######## design 1 ########
### The clock network, design 1

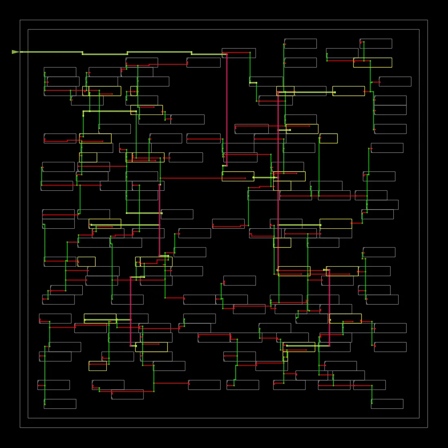

`src/rtl/instr_encoder_pkg.sv`:
```
// Shared definitions for the RV32I instruction encoder: format codes,
// the canonical NOP word and the signed-range helper for immediate checks.
package instr_encoder_pkg;

  // Instruction format tags carried on the fmt input; 6 and 7 are illegal
  typedef enum logic [2:0] {
    FMT_R = 3'd0,
    FMT_I = 3'd1,
    FMT_S = 3'd2,
    FMT_B = 3'd3,
    FMT_U = 3'd4,
    FMT_J = 3'd5
  } fmt_e;

  // addi x0, x0, 0
  localparam logic [31:0] INSTR_NOP = 32'h0000_0013;

  // True when imm[31:lsb] are all equal, i.e. imm is a sign extension of imm[lsb:0]
  function automatic logic fits_signed(input logic [31:0] imm, input int unsigned lsb);
    logic signed [31:0] s;
    s = $signed(imm) >>> lsb;
    return (s == '0) || (s == '1);
  endfunction

endpackage

```
`src/rtl/instr_pack.sv`:
```
// Combinational field packer: format-tagged fields -> 32-bit RV32I word.
// Optional immediate range checking is enabled with macro IMM_RANGE_CHECK_EN;
// without it err is tied low and illegal formats still produce a NOP.
module instr_pack
  import instr_encoder_pkg::*;
(
  input  logic [2:0]  fmt,
  input  logic [6:0]  opcode,
  input  logic [4:0]  rd,
  input  logic [4:0]  rs1,
  input  logic [4:0]  rs2,
  input  logic [2:0]  funct3,
  input  logic [6:0]  funct7,
  input  logic [31:0] imm,
  output logic [31:0] instr,
  output logic        err
);

  // Scatter fields and immediate bits into the format's bit layout
  always_comb begin
    instr = INSTR_NOP;
    case (fmt)
      FMT_R:   instr = {funct7, rs2, rs1, funct3, rd, opcode};
      FMT_I:   instr = {imm[11:0], rs1, funct3, rd, opcode};
      FMT_S:   instr = {imm[11:5], rs2, rs1, funct3, imm[4:0], opcode};
      FMT_B:   instr = {imm[12], imm[10:5], rs2, rs1, funct3, imm[4:1], imm[11], opcode};
      FMT_U:   instr = {imm[31:12], rd, opcode};
      FMT_J:   instr = {imm[20], imm[10:1], imm[11], imm[19:12], rd, opcode};
      default: instr = INSTR_NOP;
    endcase
  end

`ifdef IMM_RANGE_CHECK_EN
  // Flag immediates that cannot be represented exactly, and illegal formats
  always_comb begin
    err = 1'b0;
    case (fmt)
      FMT_R:        err = 1'b0;
      FMT_I, FMT_S: err = !fits_signed(imm, 11);
      FMT_B:        err = !fits_signed(imm, 12) || imm[0];
      FMT_J:        err = !fits_signed(imm, 20) || imm[0];
      FMT_U:        err = (imm[11:0] != '0);
      default:      err = 1'b1;
    endcase
  end
`else
  assign err = 1'b0;
`endif

endmodule

```
`src/rtl/instr_encoder.sv`:
```
// Two-stage pipelined RV32I encoder with valid/ready on both sides and a
// running byte address for the emitted words. Stage 1 holds raw fields,
// stage 2 holds the packed word. Macro IMM_RANGE_CHECK_EN enables err.
module instr_encoder
  import instr_encoder_pkg::*;
#(
  parameter int unsigned          ADDR_W    = 32,
  parameter logic [ADDR_W-1:0]    BASE_ADDR = '0
) (
  input  logic              clk,
  input  logic              rst_n,
  input  logic              clr,
  input  logic              in_valid,
  output logic              in_ready,
  input  logic [2:0]        fmt,
  input  logic [6:0]        opcode,
  input  logic [4:0]        rd,
  input  logic [4:0]        rs1,
  input  logic [4:0]        rs2,
  input  logic [2:0]        funct3,
  input  logic [6:0]        funct7,
  input  logic [31:0]       imm,
  output logic              out_valid,
  input  logic              out_ready,
  output logic [31:0]       instr,
  output logic [ADDR_W-1:0] addr,
  output logic              err
);

  logic        s1_valid;
  logic [2:0]  s1_fmt;
  logic [6:0]  s1_opcode;
  logic [4:0]  s1_rd;
  logic [4:0]  s1_rs1;
  logic [4:0]  s1_rs2;
  logic [2:0]  s1_funct3;
  logic [6:0]  s1_funct7;
  logic [31:0] s1_imm;
  logic [31:0] pack_instr;
  logic        pack_err;
  logic        s2_rdy;

  assign s2_rdy   = !out_valid || out_ready;
  assign in_ready = (!s1_valid || s2_rdy) && !clr;

  instr_pack u_pack (
    .fmt    (s1_fmt),
    .opcode (s1_opcode),
    .rd     (s1_rd),
    .rs1    (s1_rs1),
    .rs2    (s1_rs2),
    .funct3 (s1_funct3),
    .funct7 (s1_funct7),
    .imm    (s1_imm),
    .instr  (pack_instr),
    .err    (pack_err)
  );

  // Pipeline registers, handshake bookkeeping and output address counter;
  // clr overrides every handshake but a word leaving that cycle is still consumed
  always_ff @(posedge clk or negedge rst_n) begin
    if (!rst_n) begin
      s1_valid  <= 1'b0;
      s1_fmt    <= '0;
      s1_opcode <= '0;
      s1_rd     <= '0;
      s1_rs1    <= '0;
      s1_rs2    <= '0;
      s1_funct3 <= '0;
      s1_funct7 <= '0;
      s1_imm    <= '0;
      out_valid <= 1'b0;
      instr     <= '0;
      err       <= 1'b0;
      addr      <= BASE_ADDR;
    end else if (clr) begin
      s1_valid  <= 1'b0;
      out_valid <= 1'b0;
      addr      <= BASE_ADDR;
    end else begin
      if (s2_rdy) begin
        out_valid <= s1_valid;
        if (s1_valid) begin
          instr <= pack_instr;
          err   <= pack_err;
        end
      end
      if (in_ready) begin
        s1_valid <= in_valid;
        if (in_valid) begin
          s1_fmt    <= fmt;
          s1_opcode <= opcode;
          s1_rd     <= rd;
          s1_rs1    <= rs1;
          s1_rs2    <= rs2;
          s1_funct3 <= funct3;
          s1_funct7 <= funct7;
          s1_imm    <= imm;
        end
      end
      if (out_valid && out_ready) begin
        addr <= addr + ADDR_W'(4);
      end
    end
  end

endmodule

```
`config.mk`:
```
export PLATFORM = sky130hd
export DESIGN_NAME = instr_encoder
export DESIGN_NICKNAME = d
export VERILOG_FILES = /design/src/rtl/instr_encoder_pkg.sv /design/src/rtl/instr_pack.sv /design/src/rtl/instr_encoder.sv
export SDC_FILE = /design/constraint.sdc
export NUM_CORES = 1
export LEC_CHECK = 0
export ABC_AREA = 0
export CAP_MARGIN = 20
export CORE_MARGIN = 2
export CORE_UTILIZATION = 45
export DETAILED_ROUTE_END_ITERATION = 16
export GPL_ROUTABILITY_DRIVEN = 0
export GPL_TIMING_DRIVEN = 0
export PLACE_DENSITY_LB_ADDON = 0.1
export SLEW_MARGIN = 20
export SYNTH_ARGS = -nofsm -noshare
export SYNTH_HDL_FRONTEND = slang
export SYNTH_SLANG_ARGS = --single-unit
```
`constraint.sdc`:
```
create_clock -name clk -period 2 [get_ports clk]
set_clock_uncertainty 0.05 [all_clocks]
set_input_delay 0.4 -clock clk [delete_from_list [all_inputs] [get_ports clk]]
set_output_delay 0.4 -clock clk [all_outputs]
set_load 0.02 [all_outputs]
```
######## design 2 ########
<file path="config.mk">
export PLATFORM = sky130hd
export DESIGN_NAME = seg_scan_ctrl
export DESIGN_NICKNAME = d
export VERILOG_FILES = /design/src/rtl/seg_scan_ctrl.sv
export SDC_FILE = /design/constraint.sdc
export NUM_CORES = 1
export LEC_CHECK = 0
export CAP_MARGIN = 20
export CORE_MARGIN = 2
export CORE_UTILIZATION = 35
export DETAILED_ROUTE_END_ITERATION = 7
export GPL_TIMING_DRIVEN = 0
export SLEW_MARGIN = 20
export SYNTH_ARGS = -nofsm -noshare
export SYNTH_HDL_FRONTEND = slang
export SYNTH_SLANG_ARGS = --single-unit
</file>
<file path="constraint.sdc">
create_clock -name clk -period 3.3 [get_ports clk]
set_clock_uncertainty 0.1 [all_clocks]
set_input_delay 0.825 -clock clk [delete_from_list [all_inputs] [get_ports clk]]
set_output_delay 0.825 -clock clk [all_outputs]
set_load 0.01 [all_outputs]
</file>
<file path="src/rtl/seg_scan_ctrl.sv">
// Four-digit seven-segment scan controller: one shared BCD decoder, active-low anodes,
// per-slot dead time, leading-zero and invalid-nibble blanking, frame-coherent shadow capture.
module seg_scan_ctrl #(
    parameter int REFRESH_DIV  = 100000,
    parameter int BLANK_CYCLES = 1000
) (
    input  logic        clk,
    input  logic        rst_n,
    input  logic        enable,
    input  logic [15:0] digits,
    input  logic [3:0]  dp_en,
    input  logic        blank_lz,
    output logic [3:0]  bcd_out,
    output logic [3:0]  an,
    output logic        dp_n,
    output logic        frame_start
);

    localparam int CW = (REFRESH_DIV > 1) ? $clog2(REFRESH_DIV) : 1;
    localparam logic [CW-1:0] LAST_CNT  = CW'(REFRESH_DIV - 1);
    localparam logic [CW-1:0] BLANK_CNT = CW'(BLANK_CYCLES);
    localparam logic [CW-1:0] ONE_CNT   = CW'(1);

    function automatic logic [3:0] nibble_sel(input logic [15:0] d, input logic [1:0] i);
        logic [3:0] n;
        case (i)
            2'd0:    n = d[3:0];
            2'd1:    n = d[7:4];
            2'd2:    n = d[11:8];
            2'd3:    n = d[15:12];
            default: n = 4'd0;
        endcase
        return n;
    endfunction

    // A digit is dark when its nibble is not BCD, or when it is part of the run of
    // leading zeros; digit 0 always shows so that an all-zero value reads "0".
    function automatic logic digit_suppressed(input logic [15:0] d, input logic [1:0] i,
                                              input logic lz);
        logic zero_run;
        case (i)
            2'd1:    zero_run = (d[15:4]  == 12'd0);
            2'd2:    zero_run = (d[15:8]  == 8'd0);
            2'd3:    zero_run = (d[15:12] == 4'd0);
            default: zero_run = 1'b0;
        endcase
        return (nibble_sel(d, i) > 4'd9) || (lz && zero_run);
    endfunction

    logic [CW-1:0] cnt_r;
    logic [1:0]    idx_r;
    logic [15:0]   sh_digits_r;
    logic [3:0]    sh_dp_r;

    logic [CW-1:0] cnt_nx_s;
    logic [1:0]    idx_nx_s;
    logic          load_s;
    logic [15:0]   sh_digits_nx_s;
    logic [3:0]    sh_dp_nx_s;
    logic          lit_s;
    logic [3:0]    bcd_nx_s;
    logic [3:0]    an_nx_s;
    logic          dp_nx_s;

    // Next scan position and shadow contents; outputs are derived from this next state.
    always_comb begin
        cnt_nx_s = cnt_r;
        idx_nx_s = idx_r;
        load_s   = 1'b0;
        if (enable) begin
            if (cnt_r == LAST_CNT) begin
                cnt_nx_s = '0;
                idx_nx_s = idx_r + 2'd1;
                load_s   = (idx_r == 2'd3);
            end else begin
                cnt_nx_s = cnt_r + ONE_CNT;
            end
        end else begin
            cnt_nx_s = cnt_r;
        end
        sh_digits_nx_s = load_s ? digits : sh_digits_r;
        sh_dp_nx_s     = load_s ? dp_en  : sh_dp_r;
    end

    // Output decode; bcd_out follows the slot through the dead time so the decoder settles.
    always_comb begin
        lit_s   = enable && (cnt_nx_s >= BLANK_CNT)
                  && !digit_suppressed(sh_digits_nx_s, idx_nx_s, blank_lz);
        an_nx_s = 4'b1111;
        dp_nx_s = 1'b1;
        if (lit_s) begin
            an_nx_s[idx_nx_s] = 1'b0;
            dp_nx_s           = ~sh_dp_nx_s[idx_nx_s];
        end else begin
            an_nx_s = 4'b1111;
        end
        if (enable) begin
            bcd_nx_s = nibble_sel(sh_digits_nx_s, idx_nx_s);
        end else begin
            bcd_nx_s = bcd_out;
        end
    end

    // State and registered outputs; reset parks the scan one edge before a frame load.
    always_ff @(posedge clk) begin
        if (!rst_n) begin
            cnt_r       <= LAST_CNT;
            idx_r       <= 2'd3;
            sh_digits_r <= 16'd0;
            sh_dp_r     <= 4'd0;
            bcd_out     <= 4'd0;
            an          <= 4'b1111;
            dp_n        <= 1'b1;
            frame_start <= 1'b0;
        end else begin
            cnt_r       <= cnt_nx_s;
            idx_r       <= idx_nx_s;
            sh_digits_r <= sh_digits_nx_s;
            sh_dp_r     <= sh_dp_nx_s;
            bcd_out     <= bcd_nx_s;
            an          <= an_nx_s;
            dp_n        <= dp_nx_s;
            frame_start <= load_s;
        end
    end

endmodule

</file>
######## design 3 ########
--- config.mk ---
export PLATFORM = sky130hd
export DESIGN_NAME = alu_op_sequencer
export DESIGN_NICKNAME = d
export VERILOG_FILES = /design/src/rtl/alu_pkg.sv /design/src/rtl/seq_timeout_cnt.sv /design/src/rtl/alu_op_sequencer.sv
export SDC_FILE = /design/constraint.sdc
export NUM_CORES = 1
export LEC_CHECK = 0
export CAP_MARGIN = 20
export CORE_ASPECT_RATIO = 0.6
export CORE_MARGIN = 2
export CORE_UTILIZATION = 30
export CTS_BUF_LIST = sky130_fd_sc_hd__clkbuf_2
export CTS_CLUSTER_DIAMETER = 80
export DETAILED_ROUTE_END_ITERATION = 8
export PLACE_DENSITY = 0.6
export SLEW_MARGIN = 25
export SYNTH_ARGS = -nofsm -noshare
export SYNTH_HDL_FRONTEND = slang
export SYNTH_HIERARCHICAL = 1
export SYNTH_SLANG_ARGS = --single-unit
export TNS_END_PERCENT = 20
--- constraint.sdc ---
create_clock -name clk -period 2 [get_ports clk]
set_input_delay 0.4 -clock clk [delete_from_list [all_inputs] [get_ports clk]]
set_output_delay 0.4 -clock clk [all_outputs]
set_load 0.01 [all_outputs]
--- src/rtl/alu_pkg.sv ---
// Shared definitions for the ALU controllers: opcodes, the sequencer
// state encoding and the constant beat value returned on an error.
package alu_pkg;

  localparam logic [1:0] OP_ADD = 2'b00;
  localparam logic [1:0] OP_SUB = 2'b01;
  localparam logic [1:0] OP_MUL = 2'b10;
  localparam logic [1:0] OP_DIV = 2'b11;

  localparam logic [7:0] ERR_BEAT = 8'hFF;

  // 4-bit encoding keeps this controller aligned with its siblings
  typedef enum logic [3:0] {
    ST_IDLE   = 4'd0,
    ST_LD_Y   = 4'd1,
    ST_EXEC   = 4'd2,
    ST_WAIT   = 4'd3,
    ST_OUT_HI = 4'd4,
    ST_OUT_LO = 4'd5
  } seq_state_t;

  // True when the operation has to be handed to an iterative unit;
  // a divide by zero is resolved locally as an error instead.
  function automatic logic uses_unit(input logic [1:0] op, input logic [7:0] y);
    return (op == OP_MUL) || ((op == OP_DIV) && (y != 8'h00));
  endfunction

endpackage

--- src/rtl/seq_timeout_cnt.sv ---
// Watchdog counter for the sequencer WAIT state. It counts enabled
// cycles since the last clear; expired flags that the current count is
// TIMEOUT-1, i.e. the cycle in progress is the TIMEOUT-th one waited.
module seq_timeout_cnt #(
  parameter int TIMEOUT = 32
) (
  input  logic clk,
  input  logic rst,
  input  logic clr,
  input  logic en,
  output logic expired
);

  localparam int CW = $clog2(TIMEOUT + 1);

  logic [CW-1:0] count;

  // Clear has priority so a new unit launch always starts from zero
  always_ff @(posedge clk or posedge rst) begin
    if (rst) begin
      count <= '0;
    end else if (clr) begin
      count <= '0;
    end else if (en) begin
      count <= count + 1'b1;
    end
  end

  assign expired = (count == CW'(TIMEOUT - 1));

endmodule

--- src/rtl/alu_op_sequencer.sv ---
// Operation sequencer for the 8-bit ALU: collects opcode and operands
// from inbus, does add/sub locally, launches mul/div on the iterative
// units, guards them with a watchdog and returns two result beats.
module alu_op_sequencer
  import alu_pkg::*;
#(
  parameter int TIMEOUT = 32
) (
  input  logic       clk,
  input  logic       rst,
  input  logic       start,
  input  logic [1:0] op,
  input  logic [7:0] inbus,
  output logic       ready,
  output logic       out_valid,
  output logic [7:0] outbus,
  output logic       done,
  output logic       err,
  output logic       unit_sel,
  output logic       unit_start,
  output logic [7:0] unit_q,
  output logic [7:0] unit_m,
  input  logic       unit_done,
  input  logic [7:0] a_res,
  input  logic [7:0] q_res
);

  seq_state_t state, state_next;

  logic [1:0] op_reg;
  logic [7:0] x_reg;
  logic [7:0] y_reg;
  logic [7:0] hi_reg;
  logic [7:0] lo_reg;
  logic       err_flag;
  logic [8:0] sum9;
  logic [7:0] diff;
  logic       wd_clr;
  logic       wd_en;
  logic       wd_expired;

  assign sum9 = {1'b0, x_reg} + {1'b0, y_reg};
  assign diff = x_reg - y_reg;

  // Watchdog restarts when a unit is launched and only advances while
  // the unit has not yet answered
  assign wd_clr = (state == ST_EXEC);
  assign wd_en  = (state == ST_WAIT) && !unit_done;

  seq_timeout_cnt #(.TIMEOUT(TIMEOUT)) u_wd (
    .clk     (clk),
    .rst     (rst),
    .clr     (wd_clr),
    .en      (wd_en),
    .expired (wd_expired)
  );

  // State register; reset aborts any operation in flight
  always_ff @(posedge clk or posedge rst) begin
    if (rst) state <= ST_IDLE;
    else     state <= state_next;
  end

  // Next-state decode and outputs driven from state and registers only
  always_comb begin
    state_next = state;
    ready      = 1'b0;
    out_valid  = 1'b0;
    outbus     = 8'h00;
    done       = 1'b0;
    err        = 1'b0;
    unit_start = 1'b0;
    unit_sel   = (op_reg == OP_DIV);
    unit_q     = x_reg;
    unit_m     = y_reg;
    case (state)
      ST_IDLE: begin
        ready = 1'b1;
        if (start) state_next = ST_LD_Y;
      end
      ST_LD_Y: state_next = ST_EXEC;
      ST_EXEC: begin
        if (uses_unit(op_reg, y_reg)) begin
          unit_start = 1'b1;
          state_next = ST_WAIT;
        end else begin
          state_next = ST_OUT_HI;
        end
      end
      ST_WAIT: begin
        if (unit_done || wd_expired) state_next = ST_OUT_HI;
      end
      ST_OUT_HI: begin
        out_valid  = 1'b1;
        outbus     = hi_reg;
        state_next = ST_OUT_LO;
      end
      ST_OUT_LO: begin
        out_valid  = 1'b1;
        outbus     = lo_reg;
        done       = 1'b1;
        err        = err_flag;
        state_next = ST_IDLE;
      end
      default: state_next = ST_IDLE;
    endcase
  end

  // Operand capture, local arithmetic and result/error bookkeeping;
  // unit_done is given priority over a watchdog expiry in the same cycle
  always_ff @(posedge clk or posedge rst) begin
    if (rst) begin
      op_reg   <= OP_ADD;
      x_reg    <= 8'h00;
      y_reg    <= 8'h00;
      hi_reg   <= 8'h00;
      lo_reg   <= 8'h00;
      err_flag <= 1'b0;
    end else begin
      case (state)
        ST_IDLE: begin
          if (start) begin
            op_reg <= op;
            x_reg  <= inbus;
          end
        end
        ST_LD_Y: y_reg <= inbus;
        ST_EXEC: begin
          case (op_reg)
            OP_ADD: begin
              hi_reg <= {7'b0, sum9[8]};
              lo_reg <= sum9[7:0];
            end
            OP_SUB: begin
              hi_reg <= {7'b0, (x_reg < y_reg)};
              lo_reg <= diff;
            end
            OP_DIV: begin
              if (y_reg == 8'h00) begin
                hi_reg   <= ERR_BEAT;
                lo_reg   <= ERR_BEAT;
                err_flag <= 1'b1;
              end
            end
            default: ;
          endcase
        end
        ST_WAIT: begin
          if (unit_done) begin
            hi_reg <= a_res;
            lo_reg <= q_res;
          end else if (wd_expired) begin
            hi_reg   <= ERR_BEAT;
            lo_reg   <= ERR_BEAT;
            err_flag <= 1'b1;
          end
        end
        ST_OUT_LO: err_flag <= 1'b0;
        default: ;
      endcase
    end
  end

endmodule

######## design 4 ########
### config.mk
export PLATFORM = sky130hd
export DESIGN_NAME = spi_frame_listener
export DESIGN_NICKNAME = d
export VERILOG_FILES = /design/src/rtl/spi_frame_listener.sv
export SDC_FILE = /design/constraint.sdc
export NUM_CORES = 1
export LEC_CHECK = 0
export CAP_MARGIN = 20
export CORE_UTILIZATION = 30
export DETAILED_ROUTE_END_ITERATION = 8
export GPL_TIMING_DRIVEN = 0
export HOLD_SLACK_MARGIN = 0.1
export PLACE_DENSITY = 0.46
export SYNTH_ARGS = -nofsm -noshare
export SYNTH_HDL_FRONTEND = slang
export SYNTH_SLANG_ARGS = --single-unit
### constraint.sdc
create_clock -name clk -period 7.1 [get_ports clk]
set_input_delay 1.42 -clock clk [delete_from_list [all_inputs] [get_ports clk]]
set_output_delay 1.42 -clock clk [all_outputs]
set_load 0.01 [all_outputs]
### src/rtl/spi_frame_listener.sv
// spi_frame_listener: assembles SPI byte strobes into frames with an inter-byte timeout and a ready/valid frame FIFO
module spi_frame_listener #(
  parameter int BYTES = 3,
  parameter int TO_CYCLES = 100,
  parameter int TO_W = 16,
  parameter int DEPTH = 4,
  parameter int MSB_FIRST = 1
) (
  input  logic                    clk,
  input  logic                    rst,
  input  logic                    spi_slave_data_valid,
  input  logic [7:0]              spi_slave_byte,
  output logic [8*BYTES-1:0]      spi_data,
  output logic                    frame_valid,
  input  logic                    frame_ready,
  output logic                    spi_listener_interrupt,
  output logic [TO_W-1:0]         timeout_cnt,
  output logic [$clog2(DEPTH):0]  fifo_level,
  output logic                    timeout_err,
  output logic                    overflow_err,
  input  logic                    err_clr
);
  localparam int W = 8 * BYTES;
  localparam int IW = $clog2(BYTES);
  localparam int AW = $clog2(DEPTH);
  localparam logic [IW-1:0] LAST_IDX = IW'(BYTES - 1);
  localparam logic [TO_W-1:0] TO_LIM = TO_W'(TO_CYCLES);
  logic [IW-1:0] idx;
  logic [W-1:0] asm_q, frame;
  logic [W-1:0] mem [DEPTH];
  logic [AW:0] wp, rp;
  logic last, expire, full, pop, push_ok;
  assign fifo_level = wp - rp;
  assign frame_valid = wp != rp;
  assign spi_data = mem[rp[AW-1:0]];
  // shifted assembly value, frame completion, timeout expiry and FIFO handshake decode
  always_comb begin
    frame = (MSB_FIRST != 0) ? {asm_q[W-9:0], spi_slave_byte} : {spi_slave_byte, asm_q[W-1:8]};
    last = spi_slave_data_valid && idx == LAST_IDX;
    expire = !spi_slave_data_valid && idx != '0 && timeout_cnt == TO_LIM;
    full = fifo_level[AW];
    pop = frame_ready && frame_valid;
    push_ok = last && (!full || pop);
  end
  // byte assembly; the counter reads 1 in the cycle after a continuing strobe so it equals the idle distance
  always_ff @(posedge clk or posedge rst) begin
    if (rst) begin
      idx <= '0;
      asm_q <= '0;
      timeout_cnt <= '0;
    end else if (spi_slave_data_valid) begin
      asm_q <= frame;
      idx <= last ? '0 : idx + 1'b1;
      timeout_cnt <= last ? '0 : TO_W'(1);
    end else if (expire) begin
      idx <= '0;
      asm_q <= '0;
      timeout_cnt <= '0;
    end else if (idx != '0) begin
      timeout_cnt <= timeout_cnt + 1'b1;
    end
  end
  // frame FIFO; a pop in the same cycle frees the slot for a push into a full FIFO
  always_ff @(posedge clk or posedge rst) begin
    if (rst) begin
      wp <= '0;
      rp <= '0;
      for (int i = 0; i < DEPTH; i++) mem[i] <= '0;
    end else begin
      if (push_ok) begin
        mem[wp[AW-1:0]] <= frame;
        wp <= wp + 1'b1;
      end
      if (pop) rp <= rp + 1'b1;
    end
  end
  // interrupt pulse per stored frame and sticky error flags where a new event beats a clear
  always_ff @(posedge clk or posedge rst) begin
    if (rst) begin
      spi_listener_interrupt <= 1'b0;
      timeout_err <= 1'b0;
      overflow_err <= 1'b0;
    end else begin
      spi_listener_interrupt <= push_ok;
      timeout_err <= expire | (timeout_err & ~err_clr);
      overflow_err <= (last & full & ~pop) | (overflow_err & ~err_clr);
    end
  end
endmodule

### Metal layers overlaid, design 3

Drawn at 6 px/um. Only two layers are drawn.
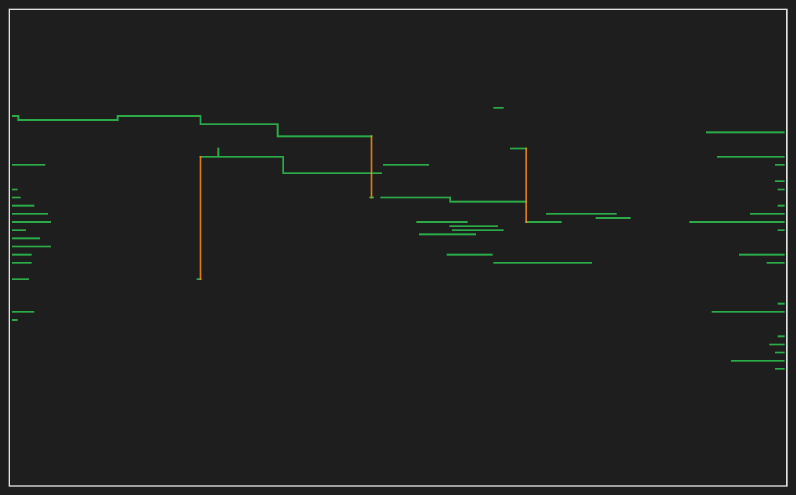
Key: green = met3 [wire length 350 um]; orange = met4 [wire length 42.8 um]

==> results.cfg, design 3 <==
; physical design summary
[pwr]
netSwitchingPower_mw = 3.398
clock_power_share_pct = 6.7
vdd.ir_drop.worst_mv = 0.6410
power.density_cell_area_nw_per_um2 = 1793
power.leakage_nw = 1.983

[die]
die_w_um = 129.3
placeableCoreArea_sq_um = 9155

[routing]
drt_pre_antenna_iters = 4
route.layer.met1.wl_um = 4849

[outcome]
failed_checks = setup timing
run_status = finished with violations

[worst_setup_path]
critPathSlowestCell = sky130_fd_sc_hd__dfrtp_1

[timing]
final.setup.worst_slack_ps = -208.7
setup_viol_count_final = 15

[cells_and_area]
finalNetCount = 471
==> design 3: repair_timing <==
| action | 4_1_cts | 5_1_grt |
|---|---|---|
| resized | 47 | 74 |
| gates cloned | 0 | 3 |
| pin swaps | 2 | 22 |
| endpoints found under the setup margin | 26 | 37 |
| setup buffers | 4 | 10 |
==> design 3: power groups by stage <==
stage	logic, mW	clock network, mW	registers [mW]
floorplan	2.72	0	1.62
global placement	4.62	0	1.54
detailed placement	4.66	0	1.56
CTS	4.82	0.533	1.52
global route	6.15	0.572	1.66
finish	5.62	0.520	1.61
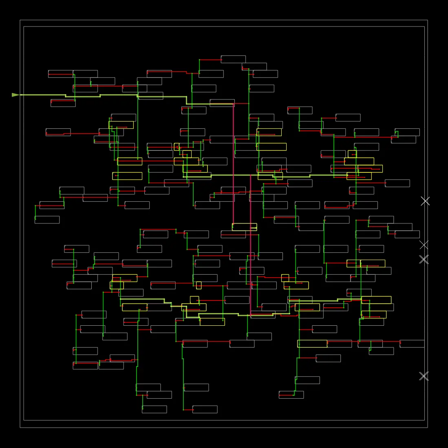
*The clock network, design 4*
Insertion Delay late pin: 420 ps
layout sequential cell count: 139
cts bufs inserted: 17
Layout clock buffers: 19

==> results.cfg, design 4 <==
; physical design summary
[outcome]
run_status = finished with violations
failed_checks = DRC

[cells_and_area]
mostFrequentLayoutCell = sky130_fd_sc_hd__dfrtp_1
multiInputGateArea_sq_um = 3002
finalNetCount = 554

[worst_setup_path]
worstReg2RegEnd = mem[7]
timing.critical_path.max_delay_family = buffers and inverters

[routing]
dr.first_iter.drc_count = 122
drt_drc_violations_left = 7

[logic_synthesis]
ys_area_sq_um = 6753
netlist-cell-type-count = 44
synth_area_sq_um = 6753
synth_warnings = 0

[timing]
setup_tns_ps = 0
maxClockFrequency_mhz = 226.5
setup_viol_count_final = 0

[pwr]
seq-power_mw = 1.23
power_frac_seq_pct = 34.8

[global_route]
global_router_s_overall_resource_usage_pct = 14.18

[clocking]
post-cts-setup-buffer-count = 0
==> design 4: routing by layer <==
layer	part of all wire (%)	up-vias	track usage (%)
li1	-	1790	-
met1	49	2051	20.01
met2	46	73	21.58
met3	3.6	5	3.679
met4	0.64	0	3.644
met5	0	-	0
==> design 4: kinds of logic (layout without fill, tap and decap cells) <==
logic type | Yosys count | in the layout | share of synthesized area [%]
compound gates | 36 | 36 | 3.447
xor+xnor | 16 | 16 | 2.187
fa+ha+maj | 10 | 10 | 1.964
buf+inv | 34 | 124 | 4.039
flops | 139 | 139 | 51.51
mux | 123 | 123 | 28.89
simple gates | 94 | 94 | 7.967
### The clock network, design 2

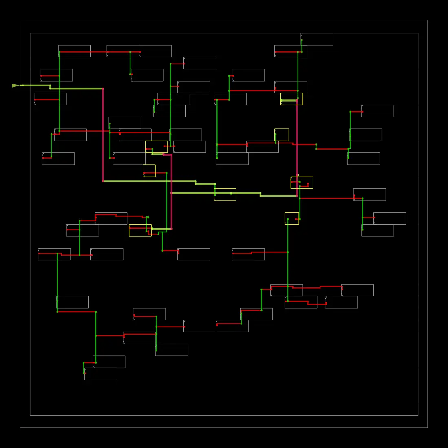
Layout clock buffers: 5
clock sink total: 49
Insertion Delay late pin: 320 ps

==> results.cfg, design 2 <==
; physical design summary
[worst_setup_path]
critPathSlowestCell = sky130_fd_sc_hd__dfxtp_1
critical_path.startpoint = idx_r[0]
path_max_fanout = 10
path_class = reg -> reg

[cells_and_area]
finalNetCount = 395

[logic_synthesis]
synth_warnings = 0
synth_compound_gate_area_share_pct = 15.24
floorplan.nets = 350
synthesis.area_per_instance_sq_um = 8.515

[routing]
route.detailed.wl_per_inst_um = 15.14
via_count = 2557

[timing]
maxClockFrequency_mhz = 324.5

[global_route]
gr-usage-met1_pct = 21.82
grt_max_degree = 18
total_congestion_overflow = 0

[run]
drv.max_cap_violation_count = 0

[outcome]
run_status = completed

[placement]
placedInstanceArea_sq_um = 3217

[die]
placeableCoreArea_sq_um = 7687

[clocking]
h-tree-depth = 2
==> design 2: power by group <==
part | internal, mW | total [mW] | switching [mW]
registers | 0.679 | 0.748 | 0.0692
clock network | 0.155 | 0.387 | 0.232
logic | 0.459 | 1.01 | 0.551
==> design 2: layer usage <==
layer  part of all wire, %  routed length (um)
met5                     0                   0
met4                   3.0                 211
met3                   3.4                 240
met2                    48                3447
met1                    45                3248
==> design 2: state kept, by name, indices dropped and copies added, names as in the netlist <==
signal and cells:
cnt_r 17, sh_dp_r 4, sh_digits_r 16, bcd_out 4, frame_start 1, an 4, dp_n 1, idx_r 2
### Metal layers overlaid, design 1

Drawn at 4 px/um. Only two layers are drawn.
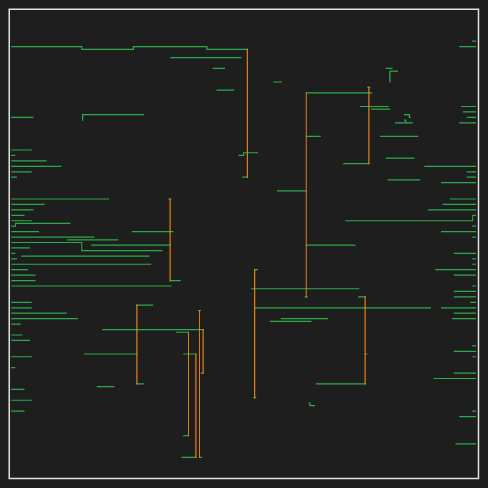
Key: green = met3 [wire length 973 um]; orange = met4 [wire length 295 um]
global router's overall resource usage: 22.21%
total via count in the routed design: 4568
drt total wl: 14720 um

## Picture notes: 'The clock network' of design 1
Clk. pwr: 2.98 mW
Layout clock buffers: 26
cts bufs inserted: 17
clock sink total: 131

==> results.cfg, design 1 <==
; physical design summary
[timing]
setup_viol_count_final = 2
drv_slew = 0
number_of_hold_violations_in_the_final_report = 0
max_slew_margin_pct = 60.45
rsz0062_at_grt = yes
final.setup.worst_slack_ps = -17.00

[logic_synthesis]
most_common_cell = sky130_fd_sc_hd__dfrtp_1
enable_flop_cells = 0
synth.cells.most_frequent = sky130_fd_sc_hd__dfrtp_1 (131), sky130_fd_sc_hd__nor2_1 (56), sky130_fd_sc_hd__mux2_2 (53)
mux_area_share_pct = 15.17

[routing]
drt_drc_violations_left = 0
drt.antenna.violating_nets = 0

[pwr]
power.density_cell_area_nw_per_um2 = 943.2

[global_route]
antenna_found_initial = 0
grtUsageMet3_pct = 6.076
total_congestion_overflow = 0

[worst_setup_path]
start_kind = flip-flop

[cells_and_area]
top_regs = instr (32), s1_imm (32), addr (30)
final_util_pct = 65.62
final_cells = 842

[die]
design.portCount = 139
placeableCoreArea_sq_um = 12520

[run]
drv.max_cap_violation_count = 0

[outcome]
failed_checks = setup timing
run_status = finished with violations
==> design 1: layout make-up <==
type | instances | area (sq um)
Fill cell | 1069 | 4303
Sequential cell | 131 | 3289
Multi-Input combinational cell | 320 | 2406
Timing Repair Buffer | 152 | 1534
Clock buffer | 26 | 529.3
Tap cell | 172 | 215.2
Buffer | 31 | 173.9
Clock inverter | 4 | 45.04
Inverter | 5 | 18.77
Antenna cell | 1 | 2.502
==> design 1: report_power, final <==
group	switching (mW)	internal [mW]
sequential	0.240	3.03
clock	1.06	1.92
combinational	0.714	0.786

==> gallery <==
Signal wires on met2.
panel A
Drawn at 4 px/um.
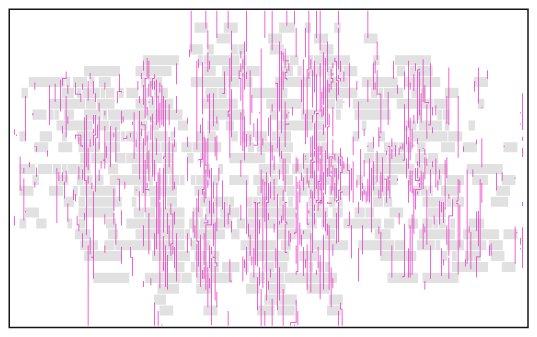
panel B
Drawn at 3 px/um.
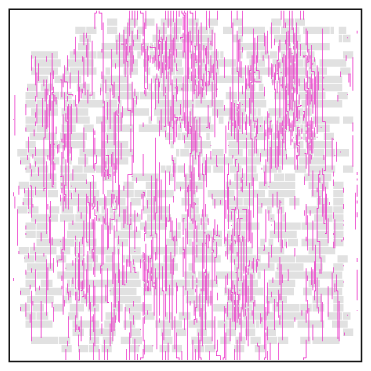
panel C
Drawn at 4 px/um.
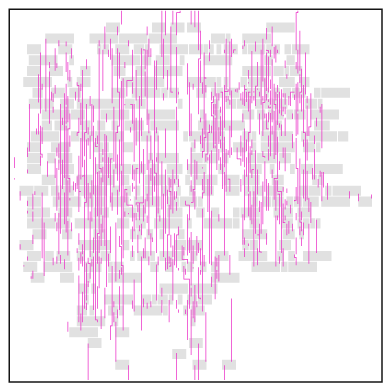
panel D
Drawn at 2 px/um.
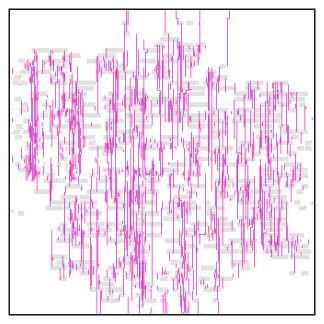
design 1: panel B
design 2: panel C
design 3: panel A
design 4: panel D
- smallest die: panel C
- largest die: panel D


######## design 5 ########
### Signal wires on met2, design 5

Drawn at 4 px/um.
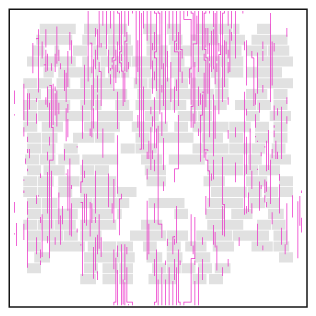

$ cat config.mk
export PLATFORM = sky130hd
export DESIGN_NAME = trdb_stream_mux
export DESIGN_NICKNAME = d
export VERILOG_FILES = /design/src/rtl/trdb_stream_mux.sv
export SDC_FILE = /design/constraint.sdc
export NUM_CORES = 1
export LEC_CHECK = 0
export CORE_MARGIN = 3
export CORE_UTILIZATION = 43
export CTS_BUF_LIST = sky130_fd_sc_hd__clkbuf_8
export CTS_CLUSTER_DIAMETER = 200
export CTS_CLUSTER_SIZE = 40
export DETAILED_ROUTE_END_ITERATION = 10
export PLACE_DENSITY = 0.87
export SYNTH_ARGS = -nofsm -noshare
export SYNTH_HDL_FRONTEND = slang
export SYNTH_SLANG_ARGS = --single-unit
$ cat constraint.sdc
create_clock -name clk_i -period 3.94 [get_ports clk_i]
set_input_delay 0.591 -clock clk_i [delete_from_list [all_inputs] [get_ports clk_i]]
set_output_delay 0.591 -clock clk_i [all_outputs]
set_load 0.01 [all_outputs]
$ cat src/rtl/trdb_stream_mux.sv
// -----------------------------------------------------------------------------
// trdb_stream_mux
//
// Merges the trace packet stream and the software dump stream into a single
// word stream for the packet streamer. One output register holds the merged
// word. Grants are combinational and issued only when that register is free,
// so a granted word appears on out_word_o one cycle later. A small flush FSM
// tracks stream drain and returns a one-cycle completion pulse.
//
// Optional feature (macro TRDB_STREAM_MUX_FAIRNESS_EN):
//   undefined : strict packet priority, MAX_BURST is ignored.
//   defined   : after MAX_BURST consecutive packet grants with a software
//               word waiting, the software word takes the next free slot.
//
// Parameters:
//   MAX_BURST        packet grants allowed while a software word waits (1..255)
//
// Ports:
//   clk_i            clock, rising edge
//   rst_ni           asynchronous active-low reset
//   pkt_word_i       trace packet word
//   pkt_valid_i      pkt_word_i is valid
//   pkt_grant_o      packet word consumed this cycle
//   sw_word_i        software dump word
//   sw_valid_i       sw_word_i is valid
//   sw_grant_o       software word consumed this cycle
//   flush_stream_i   flush request
//   flush_confirm_o  one-cycle flush-complete pulse
//   out_word_o       merged stream word
//   out_src_o        source of out_word_o (0 = packet, 1 = software)
//   out_valid_o      out_word_o / out_src_o valid
//   out_ready_i      downstream accepts the word when high with out_valid_o
// -----------------------------------------------------------------------------
module trdb_stream_mux #(
    parameter int MAX_BURST = 8
) (
    input  logic        clk_i,
    input  logic        rst_ni,
    input  logic [31:0] pkt_word_i,
    input  logic        pkt_valid_i,
    output logic        pkt_grant_o,
    input  logic [31:0] sw_word_i,
    input  logic        sw_valid_i,
    output logic        sw_grant_o,
    input  logic        flush_stream_i,
    output logic        flush_confirm_o,
    output logic [31:0] out_word_o,
    output logic        out_src_o,
    output logic        out_valid_o,
    input  logic        out_ready_i
);

    // Reject out-of-range burst limits at elaboration time.
    if (MAX_BURST < 1 || MAX_BURST > 255) begin : g_max_burst_range
        $error("trdb_stream_mux: MAX_BURST must be in 1..255");
    end

    typedef enum logic [1:0] {
        IDLE    = 2'd0,
        DRAIN   = 2'd1,
        CONFIRM = 2'd2
    } flush_state_t;

    flush_state_t flush_state;

    logic slot_free;
    logic pkt_win;
    logic sw_win;
    logic pkt_take;
    logic sw_take;

    // The slot is free when empty or when its word leaves this cycle.
    assign slot_free = ~out_valid_o | out_ready_i;

`ifdef TRDB_STREAM_MUX_FAIRNESS_EN
    localparam logic [7:0] MAX_BURST_C = 8'(MAX_BURST);

    logic [7:0] burst_cnt;
    logic       sw_turn;

    // Software gets priority once the packet burst limit has been reached.
    assign sw_turn = sw_valid_i & (burst_cnt == MAX_BURST_C);

    always_comb begin
        pkt_win = pkt_valid_i & ~sw_turn;
        sw_win  = sw_valid_i & (~pkt_valid_i | sw_turn);
    end

    // Counts packet grants taken while software is waiting. It cannot pass
    // MAX_BURST because packets lose arbitration at that value.
    always_ff @(posedge clk_i or negedge rst_ni) begin
        if (!rst_ni) begin
            burst_cnt <= 8'd0;
        end else if (!sw_valid_i || sw_take) begin
            burst_cnt <= 8'd0;
        end else if (pkt_take) begin
            burst_cnt <= burst_cnt + 8'd1;
        end
    end
`else
    always_comb begin
        pkt_win = pkt_valid_i;
        sw_win  = sw_valid_i & ~pkt_valid_i;
    end
`endif

    assign pkt_take = slot_free & pkt_win;
    assign sw_take  = slot_free & sw_win;

    // The visible grants are additionally forced low during reset; the
    // internal take signals drive the registers, which reset on their own.
    assign pkt_grant_o = pkt_take & rst_ni;
    assign sw_grant_o  = sw_take & rst_ni;

    // Output register: loads on a grant, empties when the word is accepted
    // with nothing new granted, holds otherwise.
    always_ff @(posedge clk_i or negedge rst_ni) begin
        if (!rst_ni) begin
            out_valid_o <= 1'b0;
            out_word_o  <= 32'd0;
            out_src_o   <= 1'b0;
        end else if (pkt_take) begin
            out_valid_o <= 1'b1;
            out_word_o  <= pkt_word_i;
            out_src_o   <= 1'b0;
        end else if (sw_take) begin
            out_valid_o <= 1'b1;
            out_word_o  <= sw_word_i;
            out_src_o   <= 1'b1;
        end else if (out_ready_i) begin
            out_valid_o <= 1'b0;
        end
    end

    // Flush tracking. Arbitration above never looks at this state, so a
    // flush only observes the stream; it never blocks it.
    always_ff @(posedge clk_i or negedge rst_ni) begin
        if (!rst_ni) begin
            flush_state     <= IDLE;
            flush_confirm_o <= 1'b0;
        end else begin
            flush_confirm_o <= 1'b0;
            case (flush_state)
                IDLE: begin
                    if (flush_stream_i) begin
                        flush_state <= DRAIN;
                    end
                end
                DRAIN: begin
                    // The request level no longer matters once draining.
                    if (!pkt_valid_i && !sw_valid_i && !out_valid_o) begin
                        flush_state     <= CONFIRM;
                        flush_confirm_o <= 1'b1;
                    end
                end
                CONFIRM: begin
                    flush_state <= IDLE;
                end
                default: begin
                    flush_state <= IDLE;
                end
            endcase
        end
    end

endmodule

######## design 6 ########
===== config.mk =====
export PLATFORM = sky130hd
export DESIGN_NAME = lane_scheduler
export DESIGN_NICKNAME = d
export VERILOG_FILES = /design/src/rtl/lane_scheduler.sv
export SDC_FILE = /design/constraint.sdc
export NUM_CORES = 1
export LEC_CHECK = 0
export ABC_AREA = 1
export CAP_MARGIN = 5
export CORE_ASPECT_RATIO = 1.4
export CORE_MARGIN = 10
export CORE_UTILIZATION = 45
export CTS_CLUSTER_SIZE = 8
export DETAILED_ROUTE_END_ITERATION = 10
export GPL_TIMING_DRIVEN = 0
export PLACE_DENSITY = 0.74
export SYNTH_ARGS = -nofsm -noshare
export SYNTH_HDL_FRONTEND = slang
export SYNTH_SLANG_ARGS = --single-unit
export TNS_END_PERCENT = 50

===== constraint.sdc =====
create_clock -name clk -period 6.3 [get_ports clk]
set_input_delay 1.26 -clock clk [delete_from_list [all_inputs] [get_ports clk]]
set_output_delay 1.26 -clock clk [all_outputs]
set_load 0.02 [all_outputs]

===== src/rtl/lane_scheduler.sv =====
// Turns the speed setting into periodic sweeps that strobe lanes 1..NLANES once each, one lane per clock.
// Sweep starts the clock after the triggering base tick and takes NLANES+1 cycles; no backpressure, a started sweep always completes.
module lane_scheduler #(
  parameter int                PRESCALE  = 50000,
  parameter int                NLANES    = 14,
  parameter logic [NLANES-1:0] FAST_MASK = 14'h1555
) (
  input  logic              clk,
  input  logic              reset,
  input  logic [7:0]        speed,
  input  logic              pause,
  input  logic [NLANES-1:0] lane_mask,
  output logic [NLANES-1:0] shift,
  output logic              busy,
  output logic              sweep_done,
  output logic              sweep_parity,
  output logic [15:0]       sweep_count
);

  localparam int PW = (PRESCALE > 1) ? $clog2(PRESCALE) : 1;
  localparam int IW = $clog2(NLANES + 1);

  typedef enum logic [1:0] {IDLE, SWEEP, DONE} state_t;

  state_t            state;
  logic [PW-1:0]     pre_cnt;
  logic [8:0]        period_cnt;
  logic [IW-1:0]     idx;
  logic              base_tick;
  logic [8:0]        thr;
  logic [8:0]        period_inc;
  logic [NLANES-1:0] lane_en;

  assign base_tick  = (pre_cnt == PW'(PRESCALE - 1));
  assign thr        = 9'd256 - {1'b0, speed};
  assign period_inc = period_cnt + 9'd1;
  // Slow lanes only move on even sweeps.
  assign lane_en    = lane_mask & (FAST_MASK | {NLANES{~sweep_parity}});

  function automatic logic [NLANES-1:0] lane_onehot(input logic [IW-1:0] lane);
    lane_onehot = NLANES'(1) << (lane - IW'(1));
  endfunction

  always_ff @(posedge clk or posedge reset) begin
    if (reset) begin
      pre_cnt <= '0;
    end else if (base_tick) begin
      pre_cnt <= '0;
    end else begin
      pre_cnt <= pre_cnt + PW'(1);
    end
  end

  // shift is registered: each strobe is computed on the edge that enters its cycle.
  always_ff @(posedge clk or posedge reset) begin
    if (reset) begin
      state        <= IDLE;
      period_cnt   <= '0;
      idx          <= IW'(1);
      shift        <= '0;
      busy         <= 1'b0;
      sweep_done   <= 1'b0;
      sweep_parity <= 1'b0;
      sweep_count  <= '0;
    end else begin
      shift      <= '0;
      sweep_done <= 1'b0;
      case (state)
        IDLE: begin
          if (base_tick && !pause) begin
            if (period_inc >= thr) begin
              period_cnt <= '0;
              idx        <= IW'(1);
              busy       <= 1'b1;
              shift      <= lane_onehot(IW'(1)) & lane_en;
              state      <= SWEEP;
            end else begin
              period_cnt <= period_inc;
            end
          end
        end
        SWEEP: begin
          if (idx == IW'(NLANES)) begin
            sweep_done <= 1'b1;
            state      <= DONE;
          end else begin
            idx   <= idx + IW'(1);
            shift <= lane_onehot(idx + IW'(1)) & lane_en;
          end
        end
        DONE: begin
          busy         <= 1'b0;
          idx          <= IW'(1);
          sweep_parity <= ~sweep_parity;
          sweep_count  <= sweep_count + 16'd1;
          state        <= IDLE;
        end
        default: state <= IDLE;
      endcase
    end
  end

endmodule


### I/O nets highlighted, design 5

Drawn at 4 px/um.
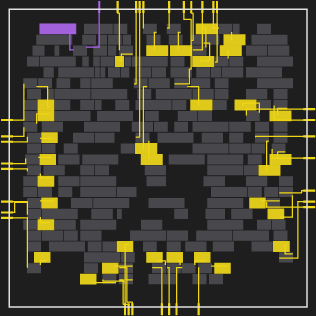
Key: purple = `flush_confirm_o` [bits 1, direction output, end cells 1, buffers 1, wire 18.9 um]; yellow = `pkt_word_i` [bits 32, direction input, end cells 32, buffers 32, wire 525 um]
number of buffers added on ports: 106
I/O pins: 107

Notes on 'Signal wires on met2' of design 5 above:
The layer holds 50% of the routed length. The longest straight run is 34.0 um. The wires run mostly vertical. 272 nets have wire on it. The layer carries 2320 um of wire.

==> results.cfg, design 5 <==
; physical design summary
[logic_synthesis]
yosys-dominant-comb-family = multiplexers
synth.yosys.num_cells = 125
synth.cells.most_frequent = sky130_fd_sc_hd__mux2_4 (43), sky130_fd_sc_hd__dfrtp_1 (37), sky130_fd_sc_hd__mux2_2 (18)
mux_area_share_pct = 43.13

[placement]
placed_cells_incl_taps = 277

[worst_setup_path]
worstReg2RegEnd = out_word_o[1]
start_kind = input pin
timing.critical_path.buf_inv = 2

[timing]
maxClockFrequency_mhz = 376.4
fin_hold_ws_ps = 404.7

[cells_and_area]
area_dominant_class = buffers
final_util_pct = 70.78
layout.sequential_cells = 37

[global_route]
grt_pass1_wl_um = 6624

[pwr]
power.combinational.fraction_pct = 34.6

[die]
die_h_um = 74.08

[outcome]
run_status = completed
-- design 5: layer usage --
layer | vias up | global-route usage, %
li1 | 666 | -
met1 | 665 | 19.98
met2 | 57 | 25.49
met3 | 2 | 6.216
met4 | 0 | 6.036
met5 | - | 0
-- design 5: metrics by stage --
step | power, mW | cell area, sq um
after CTS | 1.123 | 3124
final | 1.108 | 3124
after global placement | 0.8550 | 3038
after global routing | 1.162 | 3124
after detailed placement | 0.8634 | 3038
after floorplan | 0.6546 | 1993
-- design 5: registers in the layout, summed over array words and instances (netlist names) --
signal and count:
flush_confirm_o 1, out_valid_o 1, flush_state 2, out_src_o 1
out_word_o 32
### Metal layers overlaid, design 6

Drawn at 4 px/um. Only two layers are drawn.
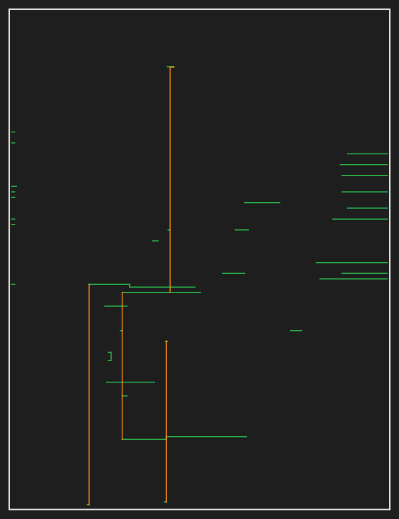
Key: orange = met4 [wire length 189 um]; green = met3 [wire length 244 um]

==> results.cfg, design 6 <==
; physical design summary
[cells_and_area]
final_cells = 595

[routing]
via_per_inst = 4.911
drt_pre_antenna_iters = 4
via_count = 2922
met3_length_um = 244

[logic_synthesis]
topCellsByArea = sky130_fd_sc_hd__dfrtp_1 (45%), sky130_fd_sc_hd__nand2_1 (9.4%), sky130_fd_sc_hd__inv_1 (6.8%)
enable_flop_cells = 0
ys_area_sq_um = 3522
synthFlopType = sky130_fd_sc_hd__dfrtp_1

[worst_setup_path]
reg2reg_slack_ps = 3590
setup.worst_path.end_class = flip-flop

[pwr]
netSwitchingPower_mw = 0.1732
power.leakage_nw = 2.234
power.density_cell_area_nw_per_um2 = 175.5
power_frac_seq_pct = 52.9

[placement]
place.gp.congestion = 0.8539

[timing]
setup_tns_ps = 0
fin_hold_ws_ps = 462.9
max_slew_margin_pct = 66.02

[clocking]
h-tree-depth = 3
cts_root_cell = sky130_fd_sc_hd__clkbuf_8

[outcome]
run_status = completed

[worst_hold_path]
worst_hold_startpoint = sweep_count[15]

[global_route]
grtUsageMet3_pct = 3.679
met2_use_gr_pct = 23.50

[die]
placeableCoreArea_sq_um = 7702
fp_util_pct = 45.73
chip_area_sq_um = 11820
## design 6: layout make-up
class,instances,area [sq um]
sequential,64,1603
buffer,1,7.507
clock inverter,3,15.01
inverter,68,256.5
timing repair buffer,58,590.6
multi-input combinational,288,1655
clock buffer,13,168.9
fill,721,3281
tap,100,125.1
## design 6: state kept, by name (all words and copies together) (netlist names)
name,cells
sweep_parity,1
pre_cnt,16
busy,1
state,2
sweep_count,16
idx,4
period_cnt,9
sweep_done,1
shift,14


## Gallery

Layout detail.
(a)
Region (78, 78) to (98, 98) um. Cells in grey, sequential cells in the stronger grey; small squares are vias.
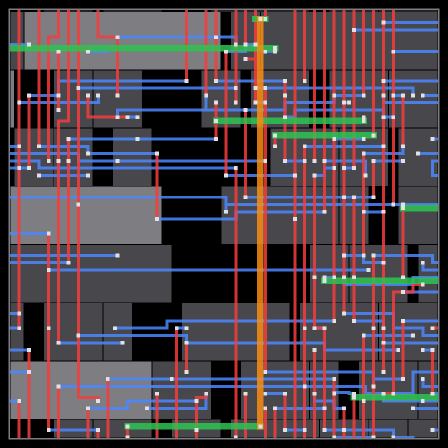
(b)
Region (104, 104) to (124, 124) um. Cells in grey, sequential cells in the stronger grey; small squares are vias.
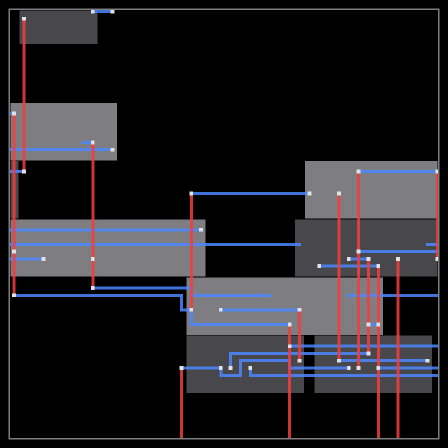
(c)
Region (46, 46) to (66, 66) um. Cells in grey, sequential cells in the stronger grey; small squares are vias.
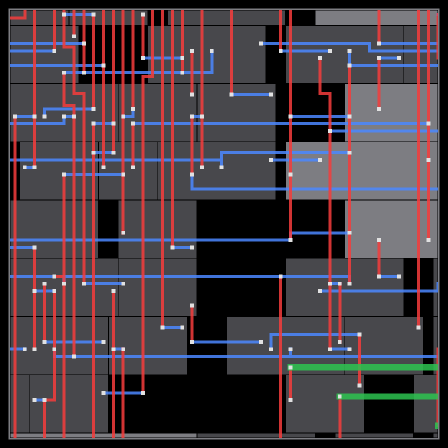
(d)
Region (87, 49) to (107, 69) um. Cells in grey, sequential cells in the stronger grey; small squares are vias.
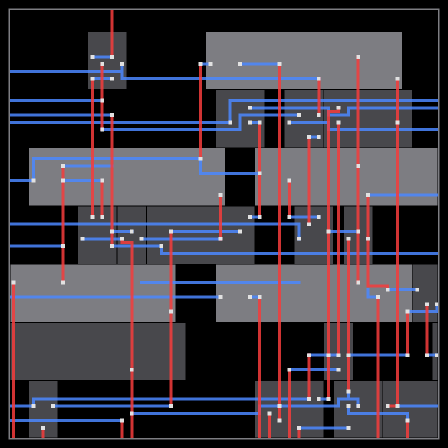
(e)
Region (60, 60) to (80, 80) um. Cells in grey, sequential cells in the stronger grey; small squares are vias.
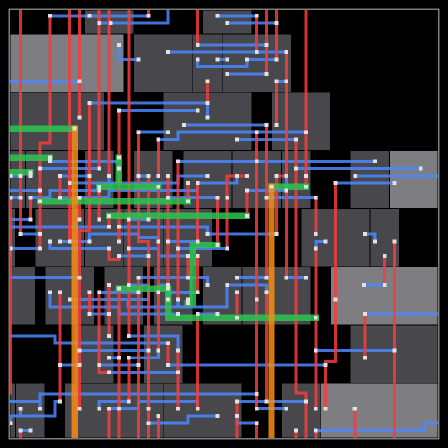
(f)
Region (61, 84) to (81, 104) um. Cells in grey, sequential cells in the stronger grey; small squares are vias.
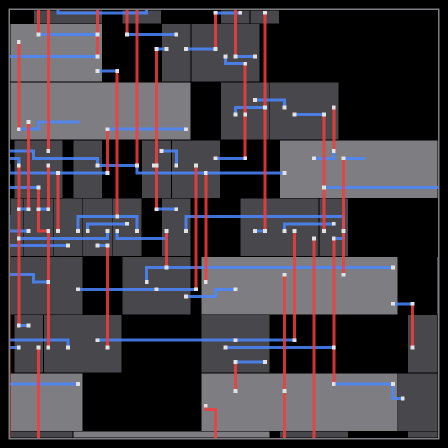
- (c) = design 5
- (f) = design 6
- (b) = design 4
- (d) = design 3
- (e) = design 2
- (a) = design 1

Key to (f):
Key: red = met2; blue = met1
Netlist names of flops here include `sweep_count` (4). 25 logic cells have their middle in the window. Most frequent: nand2_1 (6), dfrtp_1 (4), xor2_1 (3). Sequential cells in the window: 4.

Power figures rest on the tool's default switching activity, not on a simulated workload.
